######## design 1 ########
### Sequential cells coloured by netlist name, design 1

Other cells in grey.
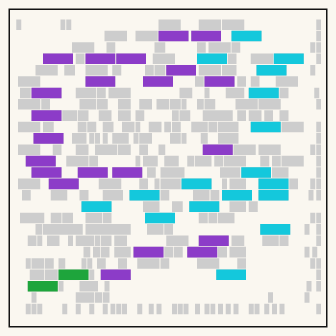

[src/rtl/dual_issue_ctrl_pkg.sv]
// Shared definitions for the dual-issue sequencer: state encoding, slot
// layout, and the destination/mem-op helpers the forwarding unit also uses.
package dual_issue_ctrl_pkg;

  localparam int AWIDTH = 5;
  localparam logic [AWIDTH-1:0] REG_RA = 5'd31;

  localparam logic [1:0] ST_EMPTY   = 2'd0;
  localparam logic [1:0] ST_PAIR    = 2'd1;
  localparam logic [1:0] ST_S2_PEND = 2'd2;

  // One decoded instruction slot as held in the pair register.
  typedef struct packed {
    logic              valid;
    logic              reg_write;
    logic              reg_dst;
    logic              alu_src;
    logic              jal;
    logic              jr;
    logic              memtoreg;
    logic              memwrite;
    logic [AWIDTH-1:0] rs;
    logic [AWIDTH-1:0] rt;
    logic [AWIDTH-1:0] rd;
  } slot_t;

  // Why a pair was split; any bit set forces serial issue.
  typedef struct packed {
    logic ctrl;
    logic mem;
    logic waw;
    logic raw;
  } hz_reason_t;

  function automatic logic is_mem_op(input slot_t s);
    return s.memtoreg | s.memwrite;
  endfunction

  // jal links to $ra, R-type writes rd, everything else writes rt.
  function automatic logic [AWIDTH-1:0] dest_sel(input slot_t s);
    if (s.jal)          return REG_RA;
    else if (s.reg_dst) return s.rd;
    else                return s.rt;
  endfunction

  // Writes to $0 are discarded, so they never create a dependence.
  function automatic logic dest_valid(input slot_t s);
    return s.reg_write && (dest_sel(s) != '0);
  endfunction

endpackage

[src/rtl/dual_issue_ctrl_pair_hazard_chk.sv]
// pair_hazard_chk: combinational intra-pair hazard check. Slot 1 is older.
module pair_hazard_chk
  import dual_issue_ctrl_pkg::*;
(
  input  slot_t      s1,
  input  slot_t      s2,
  output logic       hazard,
  output hz_reason_t reason
);

  logic [AWIDTH-1:0] d1;
  logic              d1_ok;
  logic              rs_rd;
  logic              rt_rd;
  logic              unused_bits;

  assign d1    = dest_sel(s1);
  assign d1_ok = dest_valid(s1);
  assign rs_rd = !s2.jal;
  assign rt_rd = !s2.alu_src || s2.memwrite;

  // Fields that play no part in the pair check.
  assign unused_bits = ^{s1.valid, s1.rs, s1.rt, s2.valid, s2.jr};

  // Each hazard class evaluated independently, then ORed.
  always_comb begin
    reason      = '0;
    reason.raw  = d1_ok && ((rs_rd && (s2.rs == d1)) || (rt_rd && (s2.rt == d1)));
    reason.waw  = d1_ok && dest_valid(s2) && (dest_sel(s2) == d1);
    reason.mem  = is_mem_op(s1) && is_mem_op(s2);
    reason.ctrl = s1.jr || s1.jal;
    hazard      = |reason;
  end

endmodule

[src/rtl/dual_issue_ctrl.sv]
// dual_issue_ctrl: holds a decoded pair and issues it in one cycle or two.
// Optional pair statistics counters are built when DUAL_ISSUE_STATS_EN is
// defined; otherwise the counter ports read 0.
module dual_issue_ctrl
  import dual_issue_ctrl_pkg::*;
#(
  parameter int CNT_W = 32
) (
  input  logic              clk,
  input  logic              rst,
  input  logic              flush,
  input  logic              ex_stall,
  input  logic              lane0_busy,
  input  logic              in_valid,
  output logic              in_ready,
  input  logic              s1_i_valid,
  input  logic              s1_i_reg_write,
  input  logic              s1_i_reg_dst,
  input  logic              s1_i_alu_src,
  input  logic              s1_i_jal,
  input  logic              s1_i_jr,
  input  logic              s1_i_memtoreg,
  input  logic              s1_i_memwrite,
  input  logic [AWIDTH-1:0] s1_i_addr_rs,
  input  logic [AWIDTH-1:0] s1_i_addr_rt,
  input  logic [AWIDTH-1:0] s1_i_addr_rd,
  input  logic              s2_i_valid,
  input  logic              s2_i_reg_write,
  input  logic              s2_i_reg_dst,
  input  logic              s2_i_alu_src,
  input  logic              s2_i_jal,
  input  logic              s2_i_jr,
  input  logic              s2_i_memtoreg,
  input  logic              s2_i_memwrite,
  input  logic [AWIDTH-1:0] s2_i_addr_rs,
  input  logic [AWIDTH-1:0] s2_i_addr_rt,
  input  logic [AWIDTH-1:0] s2_i_addr_rd,
  output logic              is_o_lane0_valid,
  output logic              is_o_lane1_valid,
  output logic              is_o_choose_comp,
  output logic [CNT_W-1:0]  is_o_dual_cnt,
  output logic [CNT_W-1:0]  is_o_split_cnt
);

  logic [1:0]  state_q, state_d;
  slot_t       s1_q, s2_q, s1_in, s2_in;
  logic        hazard;
  hz_reason_t  hz_reason_unused;
  logic        active, capture, done, split, dual;
  logic        lane0, lane1, cc, rdy;

  assign s1_in = '{valid: s1_i_valid, reg_write: s1_i_reg_write, reg_dst: s1_i_reg_dst,
                   alu_src: s1_i_alu_src, jal: s1_i_jal, jr: s1_i_jr,
                   memtoreg: s1_i_memtoreg, memwrite: s1_i_memwrite,
                   rs: s1_i_addr_rs, rt: s1_i_addr_rt, rd: s1_i_addr_rd};
  assign s2_in = '{valid: s2_i_valid, reg_write: s2_i_reg_write, reg_dst: s2_i_reg_dst,
                   alu_src: s2_i_alu_src, jal: s2_i_jal, jr: s2_i_jr,
                   memtoreg: s2_i_memtoreg, memwrite: s2_i_memwrite,
                   rs: s2_i_addr_rs, rt: s2_i_addr_rt, rd: s2_i_addr_rd};

  pair_hazard_chk u_hz (
    .s1     (s1_q),
    .s2     (s2_q),
    .hazard (hazard),
    .reason (hz_reason_unused)
  );

  // Issue decision for the held pair plus handshake and next state.
  always_comb begin
    lane0  = 1'b0;
    lane1  = 1'b0;
    cc     = 1'b0;
    done   = 1'b0;
    split  = 1'b0;
    dual   = 1'b0;
    active = !rst && !flush && !ex_stall;
    if (active) begin
      case (state_q)
        ST_EMPTY: begin end
        ST_PAIR: begin
          if (s1_q.valid && s2_q.valid) begin
            if (lane0_busy) begin
              // Lane 0 occupied: slot 1 borrows lane 1, slot 2 follows.
              lane1 = 1'b1;
              cc    = 1'b1;
              split = 1'b1;
            end else if (hazard) begin
              lane0 = 1'b1;
              split = 1'b1;
            end else begin
              lane0 = 1'b1;
              lane1 = 1'b1;
              done  = 1'b1;
              dual  = 1'b1;
            end
          end else begin
            done = 1'b1;
            if (s1_q.valid) begin
              if (lane0_busy) begin
                lane1 = 1'b1;
                cc    = 1'b1;
              end else begin
                lane0 = 1'b1;
              end
            end else if (s2_q.valid) begin
              lane1 = 1'b1;
            end
          end
        end
        ST_S2_PEND: begin
          lane1 = 1'b1;
          done  = 1'b1;
        end
        default: done = 1'b1;
      endcase
    end
    rdy     = active && ((state_q == ST_EMPTY) || done);
    capture = in_valid && rdy;
    state_d = state_q;
    if (capture)    state_d = ST_PAIR;
    else if (done)  state_d = ST_EMPTY;
    else if (split) state_d = ST_S2_PEND;
  end

  assign in_ready         = rdy;
  assign is_o_lane0_valid = lane0;
  assign is_o_lane1_valid = lane1;
  assign is_o_choose_comp = cc;

  // State and pair register; flush drops the pair, stall freezes everything.
  always_ff @(posedge clk) begin
    if (rst) begin
      state_q <= ST_EMPTY;
      s1_q    <= '0;
      s2_q    <= '0;
    end else if (flush) begin
      state_q <= ST_EMPTY;
    end else if (!ex_stall) begin
      state_q <= state_d;
      if (capture) begin
        s1_q <= s1_in;
        s2_q <= s2_in;
      end
    end
  end

`ifdef DUAL_ISSUE_STATS_EN
  logic [CNT_W-1:0] dual_cnt_q, split_cnt_q;

  // Saturating pair statistics; dual/split are already gated by stall/flush.
  always_ff @(posedge clk) begin
    if (rst) begin
      dual_cnt_q  <= '0;
      split_cnt_q <= '0;
    end else begin
      if (dual && (dual_cnt_q != {CNT_W{1'b1}}))
        dual_cnt_q <= dual_cnt_q + CNT_W'(1);
      if (split && (split_cnt_q != {CNT_W{1'b1}}))
        split_cnt_q <= split_cnt_q + CNT_W'(1);
    end
  end

  assign is_o_dual_cnt  = dual_cnt_q;
  assign is_o_split_cnt = split_cnt_q;
`else
  assign is_o_dual_cnt  = '0;
  assign is_o_split_cnt = '0;
`endif

endmodule

[config.mk]
export PLATFORM = sky130hd
export DESIGN_NAME = dual_issue_ctrl
export DESIGN_NICKNAME = d
export VERILOG_FILES = /design/src/rtl/dual_issue_ctrl_pkg.sv /design/src/rtl/dual_issue_ctrl_pair_hazard_chk.sv /design/src/rtl/dual_issue_ctrl.sv
export SDC_FILE = /design/constraint.sdc
export NUM_CORES = 1
export LEC_CHECK = 0
export CORE_UTILIZATION = 55
export CTS_CLUSTER_DIAMETER = 30
export DETAILED_ROUTE_END_ITERATION = 7
export DONT_BUFFER_PORTS = 1
export MAX_ROUTING_LAYER = met4
export PLACE_DENSITY = 0.7
export SLEW_MARGIN = 5
export SYNTH_ARGS = -nofsm -noshare
export SYNTH_HDL_FRONTEND = slang
export SYNTH_HIERARCHICAL = 1
export SYNTH_SLANG_ARGS = --single-unit
export TNS_END_PERCENT = 1
[constraint.sdc]
create_clock -name clk -period 3.97 [get_ports clk]
set_input_delay 0.5955 -clock clk [delete_from_list [all_inputs] [get_ports clk]]
set_output_delay 0.5955 -clock clk [all_outputs]
set_load 0.01 [all_outputs]
######## design 2 ########
==> src/rtl/risc_mem_arbiter.sv <==
// Arbitrates the 16-bit RISC core's fetch and load/store ports onto one single-port synchronous memory.
// Optional MEM_ARB_PERF_EN adds per-port stall counters (perf_if_stall / perf_d_stall).
module risc_mem_arbiter #(
  parameter int ADDR_W     = 16,
  parameter int DATA_W     = 16,
  parameter int MEM_LAT    = 1,
  parameter int STARVE_MAX = 4
) (
  input  logic              clk,
  input  logic              reset,
  input  logic              if_req,
  input  logic [ADDR_W-1:0] if_addr,
  output logic              if_gnt,
  output logic              if_rvalid,
  output logic [DATA_W-1:0] if_rdata,
  input  logic              d_req,
  input  logic              d_we,
  input  logic [ADDR_W-1:0] d_addr,
  input  logic [DATA_W-1:0] d_wdata,
  output logic              d_gnt,
  output logic              d_rvalid,
  output logic [DATA_W-1:0] d_rdata,
  output logic              mem_en,
  output logic              mem_we,
  output logic [ADDR_W-1:0] mem_addr,
  output logic [DATA_W-1:0] mem_wdata,
  input  logic [DATA_W-1:0] mem_rdata,
  output logic              busy
`ifdef MEM_ARB_PERF_EN
  ,
  output logic [15:0]       perf_if_stall,
  output logic [15:0]       perf_d_stall
`endif
);

  typedef enum logic [1:0] {IDLE, ISSUE, WAIT, RESP} state_t;

  state_t            state_q;
  logic [3:0]        starve_q, starve_d;
  logic [2:0]        lat_q;
  logic              fetch_own_q;
  logic              if_gnt_q, if_rvalid_q, d_gnt_q, d_rvalid_q;
  logic              mem_en_q, mem_we_q, busy_q;
  logic [DATA_W-1:0] if_rdata_q, d_rdata_q, mem_wdata_q;
  logic [ADDR_W-1:0] mem_addr_q;
  logic              arb_open, fetch_win_d, data_win_d;

  // Arbitration is open in IDLE and at the edge ending RESP, so back-to-back reads need no bubble.
  always_comb begin
    // NOTE: every variable gets a value before any branch, so no latch can be inferred.
    arb_open    = (state_q == IDLE) || (state_q == RESP);
    fetch_win_d = arb_open && if_req && (!d_req || (starve_q == 4'(STARVE_MAX)));
    data_win_d  = arb_open && d_req && !fetch_win_d;
    starve_d    = starve_q;
    if (arb_open) begin
      if (fetch_win_d || !if_req) begin
        starve_d = '0;
      end else if (starve_q != 4'(STARVE_MAX)) begin
        starve_d = starve_q + 4'd1;
      end
    end
  end

  always_ff @(posedge clk or posedge reset) begin
    if (reset) begin
      // NOTE: the read-data holding registers are reset too; they are outputs that must read 0.
      state_q     <= IDLE;
      starve_q    <= '0;
      lat_q       <= '0;
      fetch_own_q <= 1'b0;
      if_gnt_q    <= 1'b0;
      if_rvalid_q <= 1'b0;
      d_gnt_q     <= 1'b0;
      d_rvalid_q  <= 1'b0;
      mem_en_q    <= 1'b0;
      mem_we_q    <= 1'b0;
      busy_q      <= 1'b0;
      if_rdata_q  <= '0;
      d_rdata_q   <= '0;
      mem_addr_q  <= '0;
      mem_wdata_q <= '0;
    end else begin
      // NOTE: non-blocking assignments; pulses default low and are raised only by the branch below.
      if_gnt_q    <= 1'b0;
      d_gnt_q     <= 1'b0;
      mem_en_q    <= 1'b0;
      if_rvalid_q <= 1'b0;
      d_rvalid_q  <= 1'b0;
      starve_q    <= starve_d;
      case (state_q)
        IDLE, RESP: begin
          if (fetch_win_d || data_win_d) begin
            state_q     <= ISSUE;
            busy_q      <= 1'b1;
            mem_en_q    <= 1'b1;
            mem_we_q    <= data_win_d && d_we;
            mem_addr_q  <= data_win_d ? d_addr : if_addr;
            mem_wdata_q <= data_win_d ? d_wdata : '0;
            if_gnt_q    <= fetch_win_d;
            d_gnt_q     <= data_win_d;
            fetch_own_q <= fetch_win_d;
          end else begin
            state_q <= IDLE;
            busy_q  <= 1'b0;
          end
        end
        ISSUE: begin
          mem_we_q <= 1'b0;
          if (mem_we_q) begin
            state_q <= IDLE;
            busy_q  <= 1'b0;
          end else begin
            state_q <= WAIT;
            lat_q   <= 3'(MEM_LAT);
          end
        end
        WAIT: begin
          lat_q <= lat_q - 3'd1;
          // Last wait cycle is the one in which the memory presents the data.
          if (lat_q == 3'd1) begin
            state_q <= RESP;
            if (fetch_own_q) begin
              if_rdata_q  <= mem_rdata;
              if_rvalid_q <= 1'b1;
            end else begin
              d_rdata_q  <= mem_rdata;
              d_rvalid_q <= 1'b1;
            end
          end
        end
        default: begin
          state_q <= IDLE;
          busy_q  <= 1'b0;
        end
      endcase
    end
  end

  assign if_gnt    = if_gnt_q;
  assign if_rvalid = if_rvalid_q;
  assign if_rdata  = if_rdata_q;
  assign d_gnt     = d_gnt_q;
  assign d_rvalid  = d_rvalid_q;
  assign d_rdata   = d_rdata_q;
  assign mem_en    = mem_en_q;
  assign mem_we    = mem_we_q;
  assign mem_addr  = mem_addr_q;
  assign mem_wdata = mem_wdata_q;
  assign busy      = busy_q;

`ifdef MEM_ARB_PERF_EN
  logic [15:0] perf_if_q, perf_d_q;

  // A stall cycle is one where the port requests but is not granted in that same cycle.
  always_ff @(posedge clk or posedge reset) begin
    if (reset) begin
      perf_if_q <= '0;
      perf_d_q  <= '0;
    end else begin
      if (if_req && !if_gnt_q && (perf_if_q != 16'hFFFF)) perf_if_q <= perf_if_q + 16'd1;
      if (d_req && !d_gnt_q && (perf_d_q != 16'hFFFF))    perf_d_q  <= perf_d_q + 16'd1;
    end
  end

  assign perf_if_stall = perf_if_q;
  assign perf_d_stall  = perf_d_q;
`endif

endmodule

==> config.mk <==
export PLATFORM = sky130hd
export DESIGN_NAME = risc_mem_arbiter
export DESIGN_NICKNAME = d
export VERILOG_FILES = /design/src/rtl/risc_mem_arbiter.sv
export SDC_FILE = /design/constraint.sdc
export NUM_CORES = 1
export LEC_CHECK = 0
export ABC_CLOCK_PERIOD_IN_PS = 3340
export CAP_MARGIN = 5
export CORE_UTILIZATION = 63
export DETAILED_ROUTE_END_ITERATION = 10
export DONT_BUFFER_PORTS = 1
export MAX_ROUTING_LAYER = met4
export PLACE_DENSITY_LB_ADDON = 0.15
export SLEW_MARGIN = 20
export SYNTH_ARGS = -nofsm -noshare
export SYNTH_HDL_FRONTEND = slang
export SYNTH_SLANG_ARGS = --single-unit
==> constraint.sdc <==
create_clock -name clk -period 3.34 [get_ports clk]
set_input_delay 0.501 -clock clk [delete_from_list [all_inputs] [get_ports clk]]
set_output_delay 0.501 -clock clk [all_outputs]
set_load 0.01 [all_outputs]
### Routing congestion, design 1

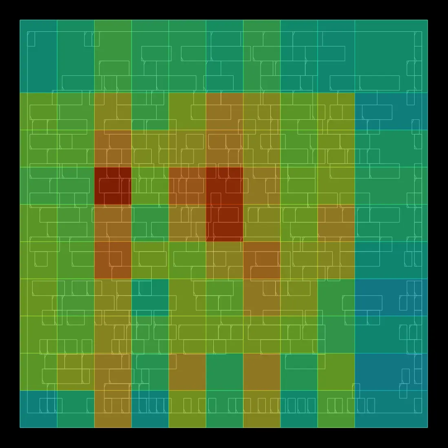
met3 Usage GRT: 0.0503
fin util: 0.547
busiest grt layer: met2

## Picture notes: 'Sequential cells coloured by netlist name' of design 1
Key: green = state_q [placed flops 2]; cyan = s1_q [placed flops 17]; purple = s2_q [placed flops 22]

==> flow_summary_export.csv, design 1 <==
group,metric,value,unit
status,status,"finished, final reports clean",
clock_tree,hold_buffers,0,
floorplanning,dieArea,5710,µm²
sta,clock_skew,0.00363,ns
finish,fillers,491,
clock_tree,cts-root-buf,"clkbuf_8",
worst_setup_path,crit_start,"s1_q[20]$_SDFFE_PP0P_",
sta,holdWs,0.444,ns
place,place_area,2710,µm²
power_and_ir_drop,power,899,µW
worst_setup_path,path_buffers,0,
global_routing,track_usage,0.175,
worst_setup_path,worst_path_max_delay_cell,"dfxtp_1",
finish,inverters,7,
synthesis,synth_area,2980,µm²
sta,finalCritPeriodShare,0.900,
detailed_routing,wl_per_cell,13.0,µm
clock_tree,cts_htree_levels,2,
sta,hold_viol,0,
global_routing,grt_pass1_wl,7200,µm
finish,comb_area,1760,µm²
worst_setup_path,endpoint,"in_ready",
sta,worstMarginPinSlew,0.528,ns
hold_path,hp-start,"s2_i_addr_rs[2]",
hold_path,worst_hold_path_type,"input pin to flip-flop",
finish,final_nets,343,
detailed_routing,routed_wl,4660,µm
synthesis,syn_inst,294,
detailed_routing,via_count,1735,
detailed_routing,drtIter0Drc,78,
run,warnings,35,
floorplanning,pin_count,120,
detailed_routing,antenna_left,0,
clock_tree,cts_resized,0,
worst_setup_path,rr_startpoint,"s1_q[20]$_SDFFE_PP0P_",
worst_setup_path,cp.depth,9,
## design 1: registers in the layout (all words and copies together), names as in the netlist
signal	flops
state_q	2
s2_q	22
s1_q	17
## design 1: layer usage
metal	vias to the layer above	global-route usage	part of all wire
met5	-	-	0
met4	0	0.0679	0.012
li1	853	-	-
met2	76	0.246	0.44
met3	4	0.0503	0.072
met1	802	0.236	0.47
## design 1: where the power goes
group	total, µW	internal (µW)	switching (µW)
clock	341	205	136
combinational	117	53.5	63.8
sequential	440	426	14.3
### Placement by cell class, design 2

The bar under the picture is 20 µm long.
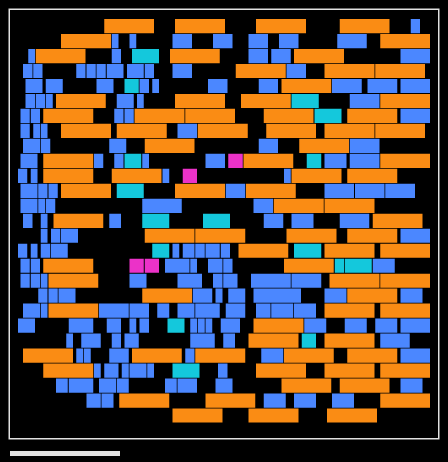
Key: magenta = remaining buffers and delay cells [cells 4, share of their area 0.82%]; cyan = clock drivers and dummy loads [cells 16, share of their area 4.8%]; blue = remaining logic cells [cells 176, share of their area 39%]; orange = registers [cells 81, share of their area 55%]

### Routing congestion, design 2

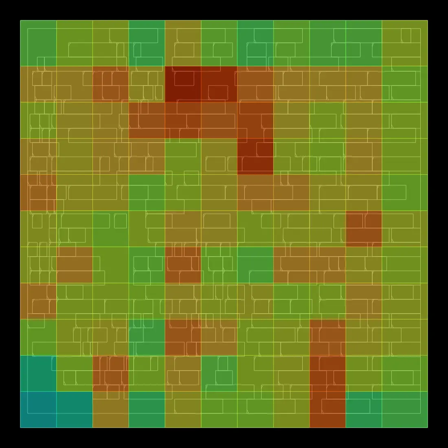
met2 Track Usage GR: 0.375
routed len/inst: 20.4 µm

==> flow_summary_export.csv, design 2 <==
group,metric,value,unit
status,status,"finished, final reports clean",
power_and_ir_drop,pg_seq,1960,µW
worst_setup_path,start_kind,"flip-flop",
detailed_routing,drtIter0Drc,119,
finish,area_growth,4.43,%
synthesis,edf_count,0,
run,maxCapViolCount,0,
detailed_routing,top_layer_used,"met4",
floorplanning,rows,27,
sta,finalSetupViolCount,0,
worst_setup_path,endpoint,"mem_wdata[2]$_DFFE_PP0P_",
synthesis,xor_share,0,
worst_setup_path,worst_ep_required_time,3.57,ns
synthesis,numSynthFlops,81,
worst_setup_path,r2r_cells,5,
global_routing,met1_usage,0.326,
global_routing,grt_pass1_vias,2225,
place,hpwl,4860,µm
worst_setup_path,reg2reg_setup_slack,1.38,ns
worst_setup_path,rr_startpoint,"starve_q[0]$_DFFE_PP0P_",
worst_setup_path,critPathMaxFanout,18,
clock_tree,cts_tree,"yes",
worst_setup_path,cp.depth,5,
worst_setup_path,worstSetupPathType,"flip-flop to flip-flop",
synthesis,async_flop_share,1.00,
worst_setup_path,cp_data_arrival_time,2.20,ns
synthesis,yosysWarnings,0,
clock_tree,post_cts_buffers,0,
detailed_routing,avgViaCountPerCell,6.36,
power_and_ir_drop,power_frac_clock,0.167,
worst_setup_path,path_buffers,1,
synthesis,ys_sh_aoi,0.168,
clock_tree,hold_buffers,0,
detailed_routing,antenna_left,0,
power_and_ir_drop,power,3880,µW
synthesis,fp_nets,350,
clock_tree,cts_resized,0,
place,pre_cts_slack,1.37,ns
global_routing,grtUsageMet3,0.0706,
place,numPortBuffers,0,
floorplanning,dieArea,6040,µm²
detailed_routing,met1_length,3020,µm
finish,final_util,0.685,
synthesis,synth_top_cell_by_count,"dfrtp_1",
==> design 2: layout make-up <==
cell class                 instances  area (µm²)  area share
sequential                        81        2030       0.537
timing repair buffer               4        30.0     0.00796
clock inverter                     7        53.8      0.0143
clock buffer                       9         124      0.0328
multi-input combinational        165        1410       0.372
tap                               72        90.1      0.0239
inverter                          11        42.5      0.0113
==> design 2: registers in the layout, summed over array words and instances, names as in the netlist <==
name,count
mem_en,1
d_rdata,16
if_rdata,16
mem_addr,16
if_gnt,1
d_rvalid,1
mem_wdata,16
mem_we,1
starve_q,4
busy,1
lat_q,3
d_gnt,1
if_rvalid,1
fetch_own_q,1
state_q,2

==> gallery <==
Clock network drawn from the DEF.
Plate I
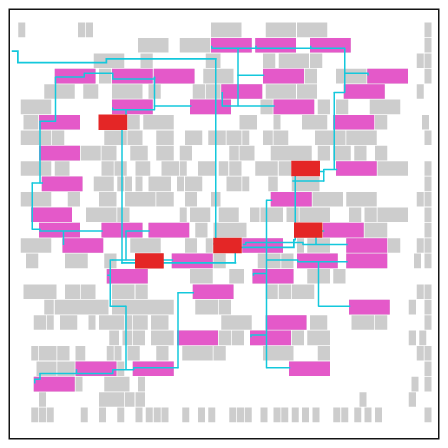
Plate II
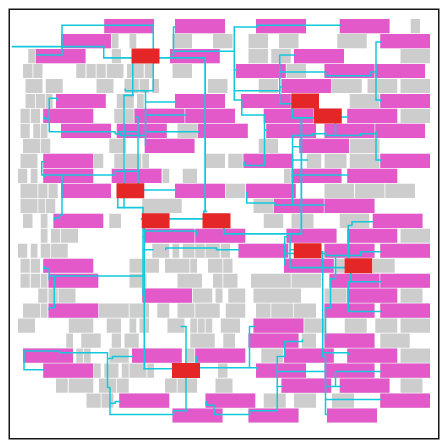
design 2 -> Plate II
design 1 -> Plate I


######## design 3 ########
==> config.mk <==
export PLATFORM = sky130hd
export DESIGN_NAME = ooo_read_responder
export DESIGN_NICKNAME = d
export VERILOG_FILES = /design/src/rtl/ooo_read_responder.sv
export SDC_FILE = /design/constraint.sdc
export NUM_CORES = 1
export LEC_CHECK = 0
export CORE_MARGIN = 2
export CORE_UTILIZATION = 61
export CTS_BUF_LIST = sky130_fd_sc_hd__clkbuf_16
export DETAILED_ROUTE_END_ITERATION = 7
export PLACE_DENSITY = 0.8
export SLEW_MARGIN = 20
export SYNTH_ARGS = -nofsm -noshare
export SYNTH_HDL_FRONTEND = slang
export SYNTH_SLANG_ARGS = --single-unit
==> constraint.sdc <==
create_clock -name clk -period 4.7 [get_ports clk]
set_input_delay 0.94 -clock clk [delete_from_list [all_inputs] [get_ports clk]]
set_output_delay 0.94 -clock clk [all_outputs]
set_load 0.05 [all_outputs]
==> src/rtl/ooo_read_responder.sv <==
// ooo_read_responder
//   Memory-side AR/R target. It accepts read requests by ID into DEPTH slots. Each slot
//   returns a single R beat after a per-request latency. rdata is the acceptance sequence
//   number. Responses that share an ID come back in the order they were accepted.
//   Responses with different IDs may come back out of order.
//
//   Build option RESP_JITTER_EN: when defined, an 8-bit LFSR adds 0..2^JITTER_BITS-1
//   cycles of latency to each request. When it is undefined, every request takes exactly
//   MIN_LAT cycles and the LFSR is not built.
//
// Ports
//   clk, rst      clock; synchronous active-high reset
//   s_arid_i      AR request ID
//   s_arvalid_i   AR valid
//   s_arready_o   AR ready, high while any slot is free (derived from state only)
//   s_rdata_o     R data (registered)
//   s_rid_o       R ID (registered)
//   s_rvalid_o    R valid (registered)
//   s_rready_i    R ready
module ooo_read_responder #(
    parameter int unsigned DATA_WIDTH  = 8,
    parameter int unsigned ID_WIDTH    = 4,
    parameter int unsigned DEPTH       = 4,
    parameter int unsigned MIN_LAT     = 2,
    parameter int unsigned JITTER_BITS = 2,
    parameter logic [7:0]  LFSR_SEED   = 8'hA5
) (
    input  logic                  clk,
    input  logic                  rst,
    input  logic [ID_WIDTH-1:0]   s_arid_i,
    input  logic                  s_arvalid_i,
    output logic                  s_arready_o,
    output logic [DATA_WIDTH-1:0] s_rdata_o,
    output logic [ID_WIDTH-1:0]   s_rid_o,
    output logic                  s_rvalid_o,
    input  logic                  s_rready_i
);

    localparam int unsigned IDX_W   = $clog2(DEPTH);
    localparam int unsigned MAX_LAT = MIN_LAT + (1 << JITTER_BITS) - 1;
    localparam int unsigned CNT_W   = $clog2(MAX_LAT + 1);
    localparam int unsigned OLD_W   = $clog2(DEPTH);
    localparam logic [7:0]  SEED_EFF = (LFSR_SEED == 8'h00) ? 8'h01 : LFSR_SEED;

    // Elaboration-time parameter sanity check
    if (DEPTH < 2 || (DEPTH & (DEPTH - 1)) != 0 || MIN_LAT < 1 ||
        JITTER_BITS < 1 || JITTER_BITS > 8 || SEED_EFF == 8'h00) begin : g_param_check
        $error("ooo_read_responder: illegal parameter combination");
    end

    // Slot state
    logic [DEPTH-1:0]      valid_q, valid_d;
    logic [ID_WIDTH-1:0]   id_q    [DEPTH];
    logic [ID_WIDTH-1:0]   id_d    [DEPTH];
    logic [DATA_WIDTH-1:0] data_q  [DEPTH];
    logic [DATA_WIDTH-1:0] data_d  [DEPTH];
    logic [CNT_W-1:0]      cnt_q   [DEPTH];
    logic [CNT_W-1:0]      cnt_d   [DEPTH];
    logic [OLD_W-1:0]      older_q [DEPTH];
    logic [OLD_W-1:0]      older_d [DEPTH];

    // Output register and bookkeeping
    logic                  rvalid_q, rvalid_d;
    logic [ID_WIDTH-1:0]   rid_q, rid_d;
    logic [DATA_WIDTH-1:0] rdata_q, rdata_d;
    logic [DATA_WIDTH-1:0] seq_q, seq_d;
    logic [IDX_W-1:0]      rr_q, rr_d;

    logic [DEPTH-1:0]       elig_c;
    logic [IDX_W-1:0]       alloc_idx_c;
    logic [IDX_W-1:0]       pick_idx_c;
    logic                   pick_found_c;
    logic                   out_free_c;
    logic                   issue_c;
    logic                   accept_c;
    logic [OLD_W-1:0]       same_id_cnt_c;
    logic [JITTER_BITS-1:0] jitter_c;

`ifdef RESP_JITTER_EN
    logic [7:0] lfsr_q, lfsr_d;

    // x^8+x^6+x^5+x^4+1 Fibonacci LFSR; the low bits give the per-request jitter
    always_comb begin
        lfsr_d   = {lfsr_q[6:0], lfsr_q[7] ^ lfsr_q[5] ^ lfsr_q[4] ^ lfsr_q[3]};
        jitter_c = lfsr_q[JITTER_BITS-1:0];
    end

    always_ff @(posedge clk) begin
        if (rst) begin
            lfsr_q <= SEED_EFF;
        end else begin
            lfsr_q <= lfsr_d;
        end
    end
`else
    always_comb begin
        jitter_c = '0;
    end
`endif

    assign s_arready_o = ~&valid_q;
    assign s_rvalid_o  = rvalid_q;
    assign s_rid_o     = rid_q;
    assign s_rdata_o   = rdata_q;

    // Find the lowest free slot, the round-robin eligible slot, and the issue/accept decisions
    always_comb begin
        alloc_idx_c  = '0;
        pick_idx_c   = '0;
        pick_found_c = 1'b0;
        elig_c       = '0;

        for (int i = int'(DEPTH) - 1; i >= 0; i--) begin
            if (!valid_q[i]) begin
                alloc_idx_c = IDX_W'(i);
            end
        end

        for (int i = 0; i < int'(DEPTH); i++) begin
            elig_c[i] = valid_q[i] && (cnt_q[i] == '0) && (older_q[i] == '0);
        end

        // Index arithmetic is IDX_W wide, so the scan wraps naturally (DEPTH is a power of 2)
        for (int k = 0; k < int'(DEPTH); k++) begin
            if (!pick_found_c && elig_c[rr_q + IDX_W'(k)]) begin
                pick_found_c = 1'b1;
                pick_idx_c   = rr_q + IDX_W'(k);
            end
        end

        out_free_c = !rvalid_q || s_rready_i;
        issue_c    = out_free_c && pick_found_c;
        accept_c   = s_arvalid_i && s_arready_o;

        // A slot that issues on this edge is not counted as older than the new request
        same_id_cnt_c = '0;
        for (int i = 0; i < int'(DEPTH); i++) begin
            if (valid_q[i] && (id_q[i] == s_arid_i) &&
                !(issue_c && (IDX_W'(i) == pick_idx_c))) begin
                same_id_cnt_c = same_id_cnt_c + OLD_W'(1);
            end
        end
    end

    // Next-state computation for the slots and the output register
    always_comb begin
        valid_d  = valid_q;
        id_d     = id_q;
        data_d   = data_q;
        cnt_d    = cnt_q;
        older_d  = older_q;
        rvalid_d = rvalid_q;
        rid_d    = rid_q;
        rdata_d  = rdata_q;
        seq_d    = seq_q;
        rr_d     = rr_q;

        for (int i = 0; i < int'(DEPTH); i++) begin
            if (cnt_q[i] != '0) begin
                cnt_d[i] = cnt_q[i] - CNT_W'(1);
            end
        end

        if (issue_c) begin
            valid_d[pick_idx_c] = 1'b0;
            rvalid_d            = 1'b1;
            rid_d               = id_q[pick_idx_c];
            rdata_d             = data_q[pick_idx_c];
            rr_d                = pick_idx_c + IDX_W'(1);
            // Younger requests with the same ID move one step closer to the head
            for (int i = 0; i < int'(DEPTH); i++) begin
                if (valid_q[i] && (IDX_W'(i) != pick_idx_c) &&
                    (id_q[i] == id_q[pick_idx_c]) && (older_q[i] != '0)) begin
                    older_d[i] = older_q[i] - OLD_W'(1);
                end
            end
        end else if (rvalid_q && s_rready_i) begin
            rvalid_d = 1'b0;
        end

        if (accept_c) begin
            valid_d[alloc_idx_c] = 1'b1;
            id_d[alloc_idx_c]    = s_arid_i;
            data_d[alloc_idx_c]  = seq_q;
            cnt_d[alloc_idx_c]   = CNT_W'(MIN_LAT) + CNT_W'(jitter_c);
            older_d[alloc_idx_c] = same_id_cnt_c;
            seq_d                = seq_q + DATA_WIDTH'(1);
        end
    end

    always_ff @(posedge clk) begin
        if (rst) begin
            valid_q  <= '0;
            rvalid_q <= 1'b0;
            rid_q    <= '0;
            rdata_q  <= '0;
            seq_q    <= '0;
            rr_q     <= '0;
            for (int i = 0; i < int'(DEPTH); i++) begin
                id_q[i]    <= '0;
                data_q[i]  <= '0;
                cnt_q[i]   <= '0;
                older_q[i] <= '0;
            end
        end else begin
            valid_q  <= valid_d;
            rvalid_q <= rvalid_d;
            rid_q    <= rid_d;
            rdata_q  <= rdata_d;
            seq_q    <= seq_d;
            rr_q     <= rr_d;
            for (int i = 0; i < int'(DEPTH); i++) begin
                id_q[i]    <= id_d[i];
                data_q[i]  <= data_d[i];
                cnt_q[i]   <= cnt_d[i];
                older_q[i] <= older_d[i];
            end
        end
    end

endmodule

######## design 4 ########
$ cat config.mk
export PLATFORM = sky130hd
export DESIGN_NAME = muldiv_sequencer
export DESIGN_NICKNAME = d
export VERILOG_FILES = /design/src/rtl/muldiv_sequencer.sv
export SDC_FILE = /design/constraint.sdc
export NUM_CORES = 1
export LEC_CHECK = 0
export ABC_AREA = 1
export CAP_MARGIN = 40
export CORE_ASPECT_RATIO = 2
export CORE_UTILIZATION = 35
export CTS_CLUSTER_DIAMETER = 100
export DETAILED_ROUTE_END_ITERATION = 7
export PLACE_DENSITY = 0.5
export SYNTH_ARGS = -nofsm -noshare
export SYNTH_HDL_FRONTEND = slang
export SYNTH_SLANG_ARGS = --single-unit
$ cat constraint.sdc
create_clock -name clk -period 6.6 [get_ports clk]
set_input_delay 1.32 -clock clk [delete_from_list [all_inputs] [get_ports clk]]
set_output_delay 1.32 -clock clk [all_outputs]
set_load 0.05 [all_outputs]
$ cat src/rtl/muldiv_sequencer.sv
// Iterative RV32M multiply/divide unit for the EX stage (32 cycles per op).
// Define MULDIV_SIGNED_EN to enable signed MULH/MULHSU/DIV/REM handling.
module muldiv_sequencer #(
  parameter int XLEN  = 32,
  parameter int CNT_W = 5
) (
  input  logic            clk,
  input  logic            rst_n,
  input  logic            req_valid,
  output logic            req_ready,
  input  logic [2:0]      req_op,
  input  logic [XLEN-1:0] req_a,
  input  logic [XLEN-1:0] req_b,
  input  logic            flush,
  output logic            resp_valid,
  input  logic            resp_ready,
  output logic [XLEN-1:0] resp_result,
  output logic            busy
);

  typedef enum logic [1:0] {
    S_IDLE,
    S_CALC,
    S_DONE
  } state_t;

  state_t            state_q;
  logic [CNT_W-1:0]  cnt_q;
  logic [2:0]        op_q;
  logic              neg_q;
  logic [XLEN-1:0]   hi_q;
  logic [XLEN-1:0]   lo_q;
  logic [XLEN-1:0]   b_q;
  logic [XLEN-1:0]   res_q;
  logic              req_ready_q;
  logic              resp_valid_q;
  logic              busy_q;

  logic              sgn_a;
  logic              sgn_b;
  logic              a_neg;
  logic              b_neg;
  logic [XLEN-1:0]   a_mag;
  logic [XLEN-1:0]   b_mag;
  logic              neg_in;
  logic              div0;
  logic [XLEN-1:0]   div0_res;

  logic [XLEN:0]     add_x;
  logic [XLEN:0]     add_y;
  logic [XLEN:0]     add_s;
  logic              add_cin;
  logic              borrow;
  logic [XLEN-1:0]   hi_d;
  logic [XLEN-1:0]   lo_d;
  logic [XLEN-1:0]   mul_hi;
  logic [XLEN-1:0]   fin;

`ifdef MULDIV_SIGNED_EN
  assign sgn_a = (req_op == 3'd1) || (req_op == 3'd2) ||
                 (req_op == 3'd4) || (req_op == 3'd6);
  assign sgn_b = (req_op == 3'd1) || (req_op == 3'd4) ||
                 (req_op == 3'd6);
`else
  assign sgn_a = 1'b0;
  assign sgn_b = 1'b0;
`endif

  assign a_neg    = sgn_a & req_a[XLEN-1];
  assign b_neg    = sgn_b & req_b[XLEN-1];
  assign a_mag    = a_neg ? (~req_a + 1'b1) : req_a;
  assign b_mag    = b_neg ? (~req_b + 1'b1) : req_b;
  // Remainder takes the dividend's sign; everything else the XOR.
  assign neg_in   = (req_op[2:1] == 2'b11) ? a_neg : (a_neg ^ b_neg);
  assign div0     = req_op[2] && (req_b == '0);
  assign div0_res = req_op[1] ? req_a : '1;

  // One 33-bit adder: add for shift-add multiply, subtract for divide.
  always_comb begin
    add_x   = '0;
    add_y   = '0;
    add_cin = 1'b0;
    if (op_q[2]) begin
      add_x   = {hi_q, lo_q[XLEN-1]};
      add_y   = ~{1'b0, b_q};
      add_cin = 1'b1;
    end else begin
      add_x = {1'b0, hi_q};
      add_y = lo_q[0] ? {1'b0, b_q} : '0;
    end
    add_s = add_x + add_y + {{XLEN{1'b0}}, add_cin};
  end

  assign borrow = add_s[XLEN];

  always_comb begin
    hi_d = '0;
    lo_d = '0;
    if (op_q[2]) begin
      hi_d = borrow ? add_x[XLEN-1:0] : add_s[XLEN-1:0];
      lo_d = {lo_q[XLEN-2:0], ~borrow};
    end else begin
      hi_d = add_s[XLEN:1];
      lo_d = {add_s[0], lo_q[XLEN-1:1]};
    end
  end

  // Upper half of the negated 64-bit product.
  assign mul_hi = neg_q ? (~hi_d + XLEN'(lo_d == '0)) : hi_d;

  always_comb begin
    fin = '0;
    unique case (1'b1)
      (op_q == 3'd0):
        fin = lo_d;
      (!op_q[2] && op_q != 3'd0):
        fin = mul_hi;
      (op_q[2:1] == 2'b10):
        fin = neg_q ? (~lo_d + 1'b1) : lo_d;
      (op_q[2:1] == 2'b11):
        fin = neg_q ? (~hi_d + 1'b1) : hi_d;
      default:
        fin = '0;
    endcase
  end

  always_ff @(posedge clk or negedge rst_n) begin
    if (!rst_n) begin
      state_q      <= S_IDLE;
      cnt_q        <= '0;
      op_q         <= '0;
      neg_q        <= 1'b0;
      hi_q         <= '0;
      lo_q         <= '0;
      b_q          <= '0;
      res_q        <= '0;
      req_ready_q  <= 1'b1;
      resp_valid_q <= 1'b0;
      busy_q       <= 1'b0;
    end else if (flush) begin
      state_q      <= S_IDLE;
      cnt_q        <= '0;
      req_ready_q  <= 1'b1;
      resp_valid_q <= 1'b0;
      busy_q       <= 1'b0;
    end else begin
      unique case (state_q)
        S_IDLE: begin
          if (req_valid && req_ready_q) begin
            op_q        <= req_op;
            neg_q       <= neg_in;
            req_ready_q <= 1'b0;
            busy_q      <= 1'b1;
            if (div0) begin
              res_q        <= div0_res;
              resp_valid_q <= 1'b1;
              state_q      <= S_DONE;
            end else begin
              hi_q    <= '0;
              lo_q    <= req_op[2] ? a_mag : b_mag;
              b_q     <= req_op[2] ? b_mag : a_mag;
              cnt_q   <= '0;
              state_q <= S_CALC;
            end
          end
        end
        S_CALC: begin
          hi_q  <= hi_d;
          lo_q  <= lo_d;
          cnt_q <= cnt_q + 1'b1;
          if (cnt_q == CNT_W'(XLEN - 1)) begin
            res_q        <= fin;
            resp_valid_q <= 1'b1;
            state_q      <= S_DONE;
          end
        end
        S_DONE: begin
          if (resp_ready) begin
            resp_valid_q <= 1'b0;
            req_ready_q  <= 1'b1;
            busy_q       <= 1'b0;
            state_q      <= S_IDLE;
          end
        end
        default: state_q <= S_IDLE;
      endcase
    end
  end

  assign req_ready   = req_ready_q;
  assign resp_valid  = resp_valid_q;
  assign resp_result = res_q;
  assign busy        = busy_q;

endmodule

==> gallery <==
Clock network drawn from the DEF.
image #1
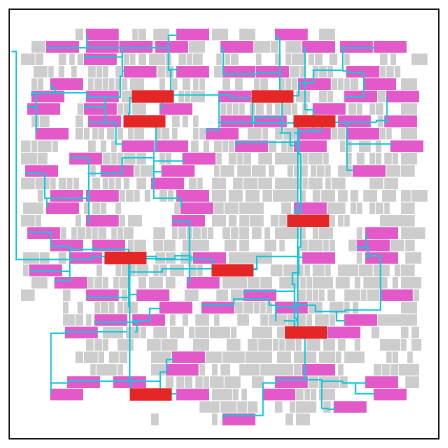
image #2
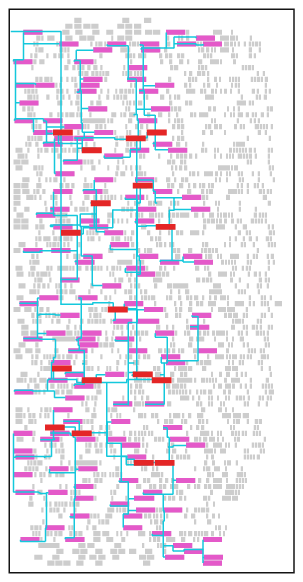
The one with the most sequential cells is image #2.
design 3: image #1
design 4: image #2

Key to image #1:
Key: cyan = clock wires [length 1100 µm]; red = clock-net drivers [count 9]; magenta = flip-flops [count 95]
Position of the flops: spread over the die. There are 10 routed clock nets.

### Routing congestion, design 3

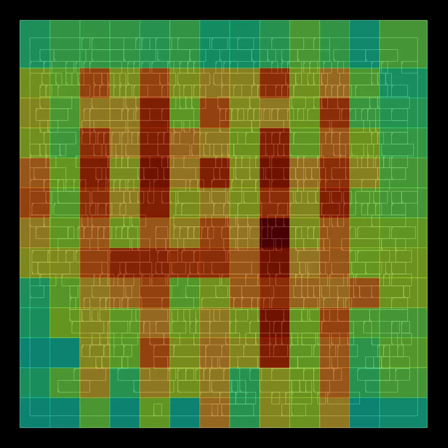
busiest grt layer: met2
total track usage: 0.278
routed len/inst: 16.0 µm

==> flow_summary_export.csv, design 3 <==
group,metric,value,unit
synthesis,ys_sh_simple,0.257,
place,pre_cts_slack,0.666,ns
finish,seqCellArea,1900,µm²
synthesis,fp_nets,644,
sta,finalCritPeriodShare,0.864,
run,maxCapViolCount,0,
power_and_ir_drop,power_switching,749,µW
clock_tree,cts_tree,"yes",
finish,comb_area,2760,µm²
finish,layout_top_cell,"nand2_1",
clock_tree,cts_resized,0,
status,status,"finished, final reports clean",
finish,num-nonclk-buffers,28,
power_and_ir_drop,pg_seq,930,µW
finish,lay_top_cells,"nand2_1 (157), dfxtp_1 (95), a21oi_1 (73), nor2_1 (38), xnor2_1 (27)",
detailed_routing,antenna_left,0,
floorplanning,dieArea,8790,µm²
worst_setup_path,slowest_delay,0.57,ns
worst_setup_path,cp_data_arrival_time,4.30,ns
sta,relSlewSlack,0.244,
finish,layout-drive-gt1-share,0.0820,
synthesis,numSynthFlops,95,
worst_setup_path,crit_start,"cnt_q[9]$_SDFF_PP0_",
detailed_routing,drtIter0Drc,268,
synthesis,synth_cell_types,59,
worst_setup_path,path_buffers,3,
clock_tree,cts_htree_levels,3,
sta,finalSetupViolCount,0,
detailed_routing,wl_met3,569,µm
detailed_routing,dr.pass1.iters,4,
finish,logic_gate_count,456,
finish,sh_comb_area,0.507,
sta,fin_ws,0.639,ns
finish,final_cell_area,5430,µm²
global_routing,grt_pass1_vias,4032,
finish,final-clk-cell-share,0.0527,
synthesis,ys_cells,619,
detailed_routing,wl_met2,5740,µm
finish,layout.cells.non_filler,724,
worst_setup_path,endpoint,"older_q[3]$_SDFF_PP0_",
synthesis,flop_cell,"dfxtp_1",
sta,max_freq,0.246,GHz
hold_path,min_path_cells,2,
-- design 3: Yosys cell counts (3+ instances only) --
cell	number
nand2_1	157
dfxtp_1	95
a21oi_1	73
nor2_1	38
clkbuf_1	33
xnor2_1	27
inv_1	25
xor2_1	19
ha_1	17
nor3_1	12
and3_1	9
nand4_1	9
a311oi_1	8
nand3_1	8
mux2i_1	7
nand2b_1	7
o21ai_0	7
buf_1	5
and2_1	4
nand4b_1	4
nand3b_1	3
nor3b_1	3
o2bb2ai_1	3
### Sequential cells coloured by netlist name, design 4

Other sequential cells in the stronger grey, the rest of the logic in the fainter grey.
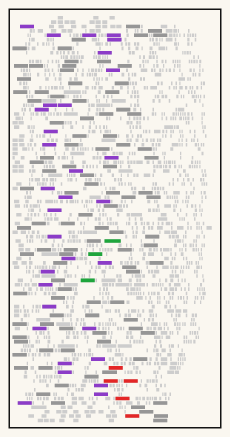
Key: purple = b_q [placed flops 32]; red = cnt_q [placed flops 5, where bottom middle]; green = op_q [placed flops 3]
Another 101 sequential cells are not coloured.

==> flow_summary_export.csv, design 4 <==
group,metric,value,unit
status,status,"finished, final reports clean",
synthesis,flop_cell,"dfrtp_1",
worst_setup_path,slowest_delay,0.87,ns
place,pre_cts_slack,1.81,ns
clock_tree,cts_buffers,17,
clock_tree,cts_tree,"yes",
global_routing,met2_usage,0.479,
power_and_ir_drop,power,8110,µW
synthesis,fp_nets,1964,
finish,nClkBuffers,17,
finish,inverters,202,
sta,relSlewSlack,0.404,
power_and_ir_drop,pg_clk,1000,µW
power_and_ir_drop,irDropWorstVdd,255,µV
worst_setup_path,path_cells,"buf_4 > o21ai_0 > ha_1 > a21oi_1 > nand2_1 > nand2_1 > nand2_1 > a21oi_4 > nand3_4 > nand2_4 > nand2_1 > nand3_1 > nand2_1 > nand2_1 > nand2_1 > a21oi_1",
detailed_routing,met1_length,18200,µm
hold_path,worst_hold_path_type,"flip-flop to flip-flop",
clock_tree,cts_resized,0,
power_and_ir_drop,power-top-group,"combinational logic",
clock_tree,post_cts_buffers,0,
finish,final_nets,2004,
synthesis,ys_sh_simple,0.377,
power_and_ir_drop,power_frac_clock,0.124,
finish,seqCellArea,3530,µm²
worst_setup_path,crit_path_end_kind,"flip-flop",
synthesis,synth.area.top_cells,"dfrtp_1 (30%), nand2_1 (18%), nand3_1 (7.4%)",
worst_setup_path,worst_path_max_delay_cell,"dfrtp_4",
detailed_routing,routed_wl,44200,µm
global_routing,met1_usage,0.331,
finish,dominant_cells,"multi-input combinational cells",
synthesis,ys_area,11600,µm²
synthesis,syn_inst,1856,
global_routing,grt_pass1_wl,68200,µm
worst_setup_path,cpLargestDelayFamily,"simple AND/OR/NAND/NOR gates",
power_and_ir_drop,power.internal,3580,µW
place,place_congestion,0.911,
worst_setup_path,path_common_cell,"nand2_1",
floorplanning,pin_count,107,
floorplanning,die_x,131,µm
place,place_area,12900,µm²
-- design 4: logic make-up after synthesis --
logic type / after synthesis
AOI/OAI and AO/OA: 336
xor gates and xnor gates: 13
adders and majority gates: 36
buffers and inverters: 302
DFF: 141
and+or+nand+nor: 1028
-- design 4: sequential cells by signal (all words and copies together), names as in the netlist --
| register | count |
|---|---|
| op_q | 3 |
| resp_result | 32 |
| hi_q | 32 |
| req_ready | 1 |
| busy | 1 |
| state_q | 2 |
| resp_valid | 1 |
| b_q | 32 |
| cnt_q | 5 |
| lo_q | 32 |


==> notes/layouts.md <==
Pictures saved along the way, in no particular order.

PDN straps and rails.
Pins as bars on the die edge. Tap cells in grey.
picture 1
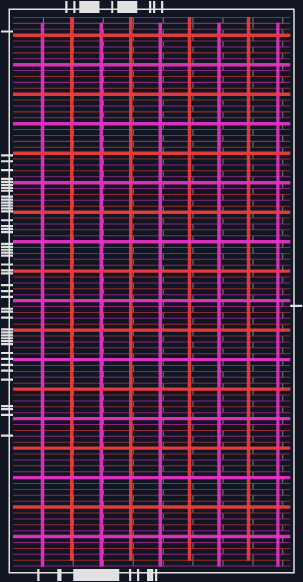
picture 2
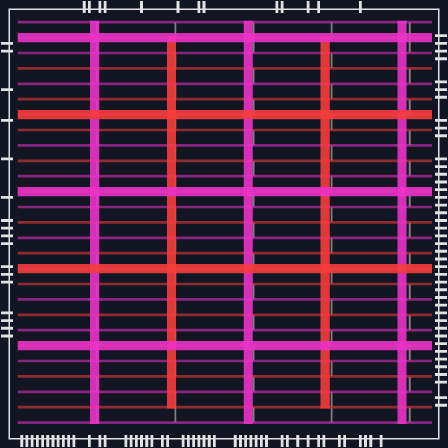
picture 3
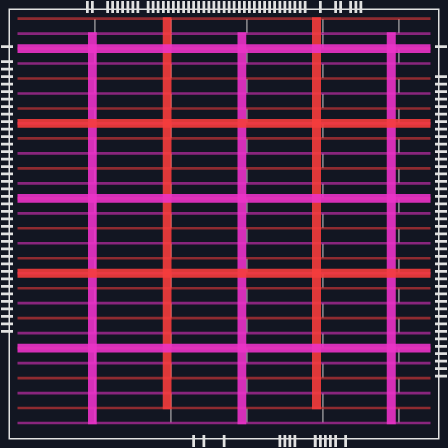
picture 4
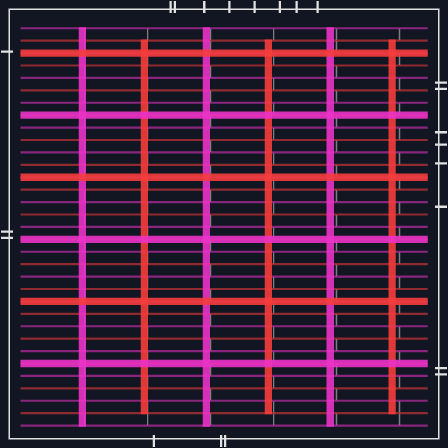
picture 3: design 2
picture 4: design 3
picture 2: design 1
picture 1: design 4
- fewest pins: picture 4
- largest die: picture 1

Key to picture 3:
Key: magenta = VSS; red = VDD
72 tap cells. 140 signal pins sit on the boundary.

Power is estimated from default activity; no workload was simulated.
